==================== block 1
[src/rtl/vc_pop_arbiter.sv]
// Round-robin pop arbiter sharing one downstream path among four VC FIFOs.
// Optional per-channel grant counters are enabled by defining ARB_STATS_EN.
module vc_pop_arbiter #(
    parameter int unsigned BW    = 6,
    parameter int unsigned BURST = 4,
    parameter int unsigned CW    = 8
) (
    input  logic              clk,
    input  logic              rst,
    input  logic              enb,
    input  logic [3:0]        pausa_in,
    input  logic [3:0]        empty_in,
    input  logic [4*BW-1:0]   data_in,
    input  logic              dest_full_in,
    output logic [3:0]        pop_out,
    output logic [1:0]        grant_out,
    output logic [BW-1:0]     data_out,
    output logic              valid_out
`ifdef ARB_STATS_EN
    ,
    output logic [4*CW-1:0]   grant_cnt_out
`endif
);

    localparam int unsigned CNTW = 4;

    typedef enum logic [1:0] {
        IDLE  = 2'd0,
        SERVE = 2'd1,
        STALL = 2'd2
    } state_t;

    state_t          state, stateNext;
    logic [1:0]      owner, ownerNext;
    logic [CNTW-1:0] cnt, cntNext;
    logic [1:0]      grantNext;
    logic [BW-1:0]   dataNext;
    logic            validNext;
    logic [3:0]      eligible;
    logic [1:0]      sel;
    logic [1:0]      idx;
    logic            found;
    logic            keep;
    logic            go;

    if (BURST < 1 || BURST > 15 || CW < 1) begin : gBadCfg
        $error("vc_pop_arbiter: BURST must be 1..15 and CW at least 1");
    end

    // Next-state, selection and combinational pop strobe
    always_comb begin
        stateNext = state;
        ownerNext = owner;
        cntNext   = cnt;
        grantNext = grant_out;
        dataNext  = data_out;
        validNext = 1'b0;
        pop_out   = 4'b0;
        idx       = 2'd0;
        found     = 1'b0;

        eligible = ~empty_in & ~pausa_in;
        keep     = (state != IDLE) && eligible[owner] && (cnt < CNTW'(BURST));

        // owner is scanned last so it only re-wins when it is alone
        sel = owner;
        for (int k = 1; k <= 4; k++) begin
            idx = owner + 2'(k);
            if (!found && eligible[idx]) begin
                sel   = idx;
                found = 1'b1;
            end
        end
        if (keep) begin
            sel = owner;
        end

        go = enb & ~rst & ~dest_full_in & (|eligible);

        if (go) begin
            pop_out   = 4'b0001 << sel;
            stateNext = SERVE;
            ownerNext = sel;
            grantNext = sel;
            dataNext  = data_in[int'(sel)*BW +: BW];
            validNext = 1'b1;
            cntNext   = keep ? cnt + CNTW'(1) : CNTW'(1);
        end else if (enb) begin
            if (dest_full_in && (state != IDLE)) begin
                stateNext = STALL;
            end else if (~|eligible) begin
                stateNext = IDLE;
                cntNext   = '0;
            end
        end
    end

    always_ff @(posedge clk or posedge rst) begin
        if (rst) begin
            state     <= IDLE;
            owner     <= 2'd3;
            cnt       <= '0;
            grant_out <= 2'd0;
            data_out  <= '0;
            valid_out <= 1'b0;
        end else begin
            state     <= stateNext;
            owner     <= ownerNext;
            cnt       <= cntNext;
            grant_out <= grantNext;
            data_out  <= dataNext;
            valid_out <= validNext;
        end
    end

`ifdef ARB_STATS_EN
    logic [CW-1:0] grantCnt [4];

    // Saturating per-channel grant counters
    always_ff @(posedge clk or posedge rst) begin
        if (rst) begin
            for (int i = 0; i < 4; i++) begin
                grantCnt[i] <= '0;
            end
        end else begin
            for (int i = 0; i < 4; i++) begin
                if (pop_out[i] && (grantCnt[i] != {CW{1'b1}})) begin
                    grantCnt[i] <= grantCnt[i] + CW'(1);
                end
            end
        end
    end

    for (genvar g = 0; g < 4; g++) begin : gCntOut
        assign grant_cnt_out[g*CW +: CW] = grantCnt[g];
    end
`endif

endmodule

[config.mk]
export PLATFORM = sky130hd
export DESIGN_NAME = vc_pop_arbiter
export DESIGN_NICKNAME = d
export VERILOG_FILES = /design/src/rtl/vc_pop_arbiter.sv
export SDC_FILE = /design/constraint.sdc
export NUM_CORES = 1
export LEC_CHECK = 0
export ABC_CLOCK_PERIOD_IN_PS = 3490
export CORE_UTILIZATION = 42
export CTS_CLUSTER_SIZE = 14
export DETAILED_ROUTE_END_ITERATION = 10
export HOLD_SLACK_MARGIN = 0.03
export PLACE_DENSITY = 0.8
export REMOVE_ABC_BUFFERS = 1
export SETUP_SLACK_MARGIN = 0.1
export SYNTH_ARGS = -nofsm -noshare
export SYNTH_HDL_FRONTEND = slang
export SYNTH_SLANG_ARGS = --single-unit
[constraint.sdc]
create_clock -name clk -period 3.49 [get_ports clk]
set_input_delay 1.047 -clock clk [delete_from_list [all_inputs] [get_ports clk]]
set_output_delay 1.047 -clock clk [all_outputs]
set_load 0.05 [all_outputs]
==================== block 2
$ cat config.mk
export PLATFORM = sky130hd
export DESIGN_NAME = vp_recovery_unit
export DESIGN_NICKNAME = d
export VERILOG_FILES = /design/src/rtl/vp_recovery_pkg.sv /design/src/rtl/vp_undo_stack.sv /design/src/rtl/vp_recovery_unit.sv
export SDC_FILE = /design/constraint.sdc
export NUM_CORES = 1
export LEC_CHECK = 0
export ABC_AREA = 0
export CORE_MARGIN = 2
export CORE_UTILIZATION = 55
export CTS_BUF_LIST = sky130_fd_sc_hd__clkbuf_8
export DETAILED_ROUTE_END_ITERATION = 12
export GPL_TIMING_DRIVEN = 0
export PLACE_DENSITY = 0.9
export SLEW_MARGIN = 20
export SYNTH_ARGS = -nofsm -noshare
export SYNTH_HDL_FRONTEND = slang
export SYNTH_SLANG_ARGS = --single-unit
export TNS_END_PERCENT = 20
$ cat constraint.sdc
create_clock -name clk -period 6.1 [get_ports clk]
set_input_delay 0.915 -clock clk [delete_from_list [all_inputs] [get_ports clk]]
set_output_delay 0.915 -clock clk [all_outputs]
set_load 0.1 [all_outputs]
$ cat src/rtl/vp_recovery_pkg.sv
// Shared types for the value-prediction recovery unit; supplies default
// `ADDR_WIDTH / `DATA_WIDTH when the build does not define them.
`ifndef ADDR_WIDTH
`define ADDR_WIDTH 32
`endif
`ifndef DATA_WIDTH
`define DATA_WIDTH 32
`endif

package vp_recovery_pkg;

    typedef enum logic [1:0] {
        ST_IDLE,
        ST_TRACK,
        ST_ROLLBACK,
        ST_REDIRECT
    } vp_rec_state_e;

    typedef struct packed {
        logic [4:0]             reg_idx;
        logic [`DATA_WIDTH-1:0] data;
    } undo_entry_t;

    localparam int unsigned DEFAULT_LOG_DEPTH = 8;
    localparam int unsigned LOG_PTR_W         = $clog2(DEFAULT_LOG_DEPTH);

    function automatic int unsigned log_ptr_width(input int unsigned depth);
        return $clog2(depth);
    endfunction

endpackage

$ cat src/rtl/vp_undo_stack.sv
// LIFO of undo entries; the owner guarantees no push when full, no pop when
// empty, and never push and pop in the same cycle.
module vp_undo_stack
    import vp_recovery_pkg::*;
#(
    parameter int unsigned DEPTH = DEFAULT_LOG_DEPTH
) (
    input  logic                         clk,
    input  logic                         rst_n,
    input  logic                         push,
    input  logic                         pop,
    input  logic                         clear,
    input  undo_entry_t                  push_entry,
    output undo_entry_t                  top,
    output logic [log_ptr_width(DEPTH):0] count,
    output logic                         full,
    output logic                         empty
);

    localparam int unsigned PTR_W = log_ptr_width(DEPTH);
    localparam int unsigned CW    = PTR_W + 1;

    undo_entry_t      mem [DEPTH];
    logic [CW-1:0]    top_idx;

    always_ff @(posedge clk or negedge rst_n) begin
        if (!rst_n)
            count <= '0;
        else if (clear)
            count <= '0;
        else if (push)
            count <= count + 1'b1;
        else if (pop)
            count <= count - 1'b1;
    end

    always_ff @(posedge clk) begin
        if (push && !clear)
            mem[count[PTR_W-1:0]] <= push_entry;
    end

    // Wraps to the last slot when empty; consumers gate on empty.
    assign top_idx = count - 1'b1;
    assign top     = mem[top_idx[PTR_W-1:0]];
    assign full    = (count == CW'(DEPTH));
    assign empty   = (count == '0);

endmodule

$ cat src/rtl/vp_recovery_unit.sv
// Value-prediction recovery responder: logs speculative writes, rolls them back
// newest-first on recover, then redirects fetch. Stats gated by VP_RECOVERY_STATS_EN.
module vp_recovery_unit
    import vp_recovery_pkg::*;
#(
    parameter int unsigned LOG_DEPTH = 8
) (
    input  logic                   clk,
    input  logic                   rst_n,
    input  logic                   vp_lock,
    input  logic                   vp_done,
    input  logic                   recover,
    input  logic [`ADDR_WIDTH-1:0] predicted_pc,
    input  logic                   spec_wr_valid,
    input  logic [4:0]             spec_wr_reg,
    input  logic [`DATA_WIDTH-1:0] spec_wr_old_data,
    output logic                   recover_en,
    output logic                   stall,
    output logic                   flush,
    output logic                   undo_wr_valid,
    output logic [4:0]             undo_wr_reg,
    output logic [`DATA_WIDTH-1:0] undo_wr_data,
    output logic                   redirect_valid,
    output logic [`ADDR_WIDTH-1:0] redirect_pc,
    output logic                   recovery_done,
    output logic [31:0]            stat_recoveries,
    output logic [31:0]            stat_confirms,
    output logic [31:0]            stat_stalls
);

    localparam int unsigned CW = log_ptr_width(LOG_DEPTH) + 1;

    vp_rec_state_e          state, next_state;
    logic [`ADDR_WIDTH-1:0] pc_q;
    logic                   push, pop, clear, capture;
    logic                   full, empty;
    logic [CW-1:0]          log_count;
    undo_entry_t            push_entry, top;

    assign push_entry = '{reg_idx: spec_wr_reg, data: spec_wr_old_data};

    vp_undo_stack #(.DEPTH(LOG_DEPTH)) u_stack (
        .clk        (clk),
        .rst_n      (rst_n),
        .push       (push),
        .pop        (pop),
        .clear      (clear),
        .push_entry (push_entry),
        .top        (top),
        .count      (log_count),
        .full       (full),
        .empty      (empty)
    );

    always_ff @(posedge clk or negedge rst_n) begin
        if (!rst_n) begin
            state <= ST_IDLE;
            pc_q  <= '0;
        end else begin
            state <= next_state;
            if (capture)
                pc_q <= predicted_pc;
        end
    end

    always_comb begin
        next_state     = state;
        push           = 1'b0;
        pop            = 1'b0;
        clear          = 1'b0;
        capture        = 1'b0;
        recover_en     = 1'b0;
        stall          = 1'b0;
        flush          = 1'b0;
        undo_wr_valid  = 1'b0;
        undo_wr_reg    = '0;
        undo_wr_data   = '0;
        redirect_valid = 1'b0;
        redirect_pc    = '0;
        recovery_done  = 1'b0;

        case (state)
            ST_IDLE: begin
                if (vp_lock) begin
                    next_state = ST_TRACK;
                    clear      = 1'b1;
                    capture    = 1'b1;
                end
            end
            ST_TRACK: begin
                recover_en = 1'b1;
                stall      = full;
                // A write in the recover cycle is logged so rollback covers it.
                push       = spec_wr_valid && (spec_wr_reg != '0) && !full;
                if (recover) begin
                    next_state = ST_ROLLBACK;
                end else if (vp_done) begin
                    next_state = ST_IDLE;
                    clear      = 1'b1;
                end
            end
            ST_ROLLBACK: begin
                flush = 1'b1;
                if (empty) begin
                    next_state = ST_REDIRECT;
                end else begin
                    pop           = 1'b1;
                    undo_wr_valid = 1'b1;
                    undo_wr_reg   = top.reg_idx;
                    undo_wr_data  = top.data;
                    if (log_count == CW'(1))
                        next_state = ST_REDIRECT;
                end
            end
            ST_REDIRECT: begin
                flush          = 1'b1;
                redirect_valid = 1'b1;
                redirect_pc    = pc_q;
                recovery_done  = 1'b1;
                next_state     = ST_IDLE;
            end
            default: next_state = ST_IDLE;
        endcase
    end

`ifdef VP_RECOVERY_STATS_EN
    logic [31:0] recoveries_q, confirms_q, stalls_q;
    logic        confirm;

    assign confirm = (state == ST_TRACK) && vp_done && !recover;

    always_ff @(posedge clk or negedge rst_n) begin
        if (!rst_n) begin
            recoveries_q <= '0;
            confirms_q   <= '0;
            stalls_q     <= '0;
        end else begin
            if ((state == ST_REDIRECT) && (recoveries_q != '1))
                recoveries_q <= recoveries_q + 32'd1;
            if (confirm && (confirms_q != '1))
                confirms_q <= confirms_q + 32'd1;
            if (stall && (stalls_q != '1))
                stalls_q <= stalls_q + 32'd1;
        end
    end

    assign stat_recoveries = recoveries_q;
    assign stat_confirms   = confirms_q;
    assign stat_stalls     = stalls_q;
`else
    assign stat_recoveries = '0;
    assign stat_confirms   = '0;
    assign stat_stalls     = '0;
`endif

endmodule

Fig. 1: block 2, power grid
Scale: 3 px per µm. Pins as bars on the die edge.
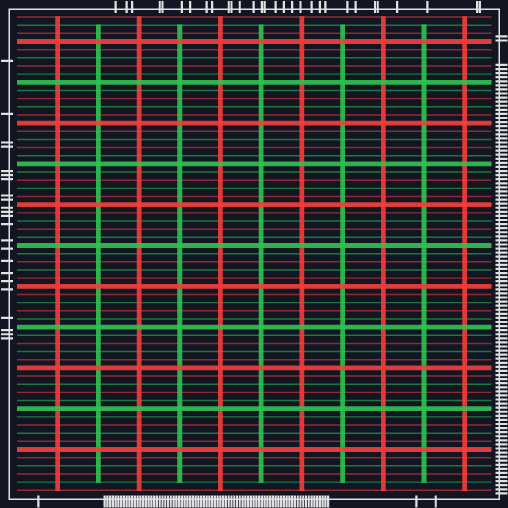
| colour | net |
|---|---|
| green | VDD |
| red | VSS |
rows: 58
met4 straps: 11
signal pins: 246
met1 rails: 59
met5 straps: 11

==> changes_impl.md, block 2 <==
### Changed

* Status: finished clean
* GP Congestion at between 0.8 and 0.9
* Final non-filler cell total at approximately 1,500
* Stages on worst setup path at 11
* Non-clk bufs at 305
* Most frequent cell after synthesis: edfxtp_1
* IO buf count at around 150
* Commonest cells in the netlist: 296 x edfxtp_1, 100 x buf_4, 79 x nand2_1, 74 x mux4_2, 40 x a21oi_1
* Routing usage on met3 at ~5.6%
* Logic area at 3510 µm²
* First-pass GRT wire length at just under 50 mm
* Synth Flop Type: edfxtp_1
* Sink Count at around 330
* Commonest Layout Cell: edfxtp_1
* Nets@finish at 1,174
[block 2: power by group through the flow]
| stage | combinational [mW] | clock (mW) | sequential (mW) |
|---|---|---|---|
| floorplan | 2.62 | 0 | 2.81 |
| global placement | 3.34 | 0 | 2.83 |
| detailed placement | 3.45 | 0 | 2.84 |
| CTS | 3.49 | 1.64 | 2.80 |
| global route | 3.65 | 1.74 | 2.82 |
| finish | 3.48 | 1.63 | 2.80 |
[block 2: flip-flops by register name, indices dropped and copies added (netlist names), named ones only]
name           cells
pc_q              32
state              1
u_stack.count      4
u_stack.mem      296
Fig. 2: block 1, cell area per tile
Scale: 4 px per µm. 11 x 11 tiles, from white (low) to dark blue (high), 0 to 100% covered.
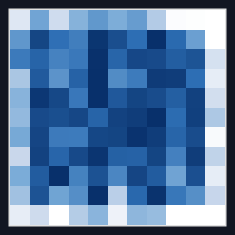
fullest tile: 100%
nearly empty tiles: 6.6%
tiles over 75% full: 50%
mean over tiles: 64%

==> changes_impl.md, block 1 <==
### Changed

* CP arrival at between 2 and 2.5 ns
* Routed vias/inst at 5.49
* Inverters at 2
* Core area at ~2500 µm²
* Commonest Layout Cell: clkdlybuf4s50_1
* Clock Power at ~110 µW
* Max VDD drop at ~0.00052 V
* Hold path startpoint: data_out[2]
* GP Congestion at around 0.75
* Overall power at a little under 1 mW
* WL/cell at approximately 15 µm
* Crit path largest cell delay at roughly 0.3 ns
* CP startpoint: empty_in[3]
* Post-synth seq share at 38.0%
* Fin area at roughly 1900 µm²
* Skew final at between 0.008 and 0.009 ns
* Fp_density at about 45%
* DR iter-0 viols at 10
* Status: finished clean
* Crit path max-delay family: AND-OR/OR-AND gates
* Hold Buf Count CTS at 0
* Max Fclk at around 290 MHz
* Cell area leaders: dfrtp_1 33%, mux2i_1 11%, nor2_1 5.3%
* CP Buf/Inv Count at 2
* Die width at 53.8 µm
* Critical path class: in -> out
* Final Max Tran Viols at 0
* Final Hold Vio Count at 0
[block 1: cells by family after synthesis]
logic type | Yosys count | share of synthesized area, %
simple gates | 43 | 20.4
compound gates | 34 | 24.9
flops | 17 | 38.0
mux | 13 | 11.7
buf+inv | 6 | 3.89
fa+ha+maj | 1 | 1.11
[block 1: layer usage]
layer | vias up | global-route usage, % | wire (µm)
met1 | 570 | 26.4 | 1270
met3 | 5 | 6.21 | 218
met5 | - | 0 | 0
met2 | 46 | 43.4 | 1670
li1 | 571 | - | -
met4 | 0 | 7.89 | 36


==> gallery <==
Routing congestion.
shot_01.png
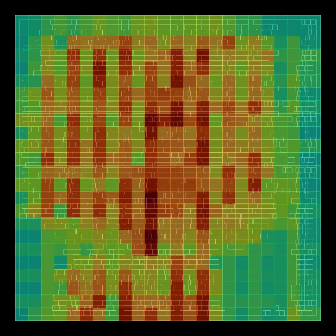
shot_02.png
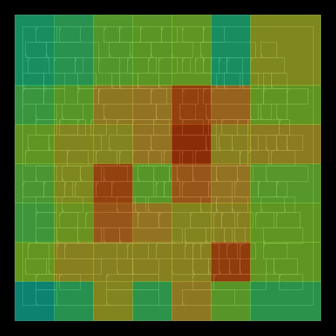
shot_02.png -> block 1
shot_01.png -> block 2

Power and IR drop assume default switching activity.
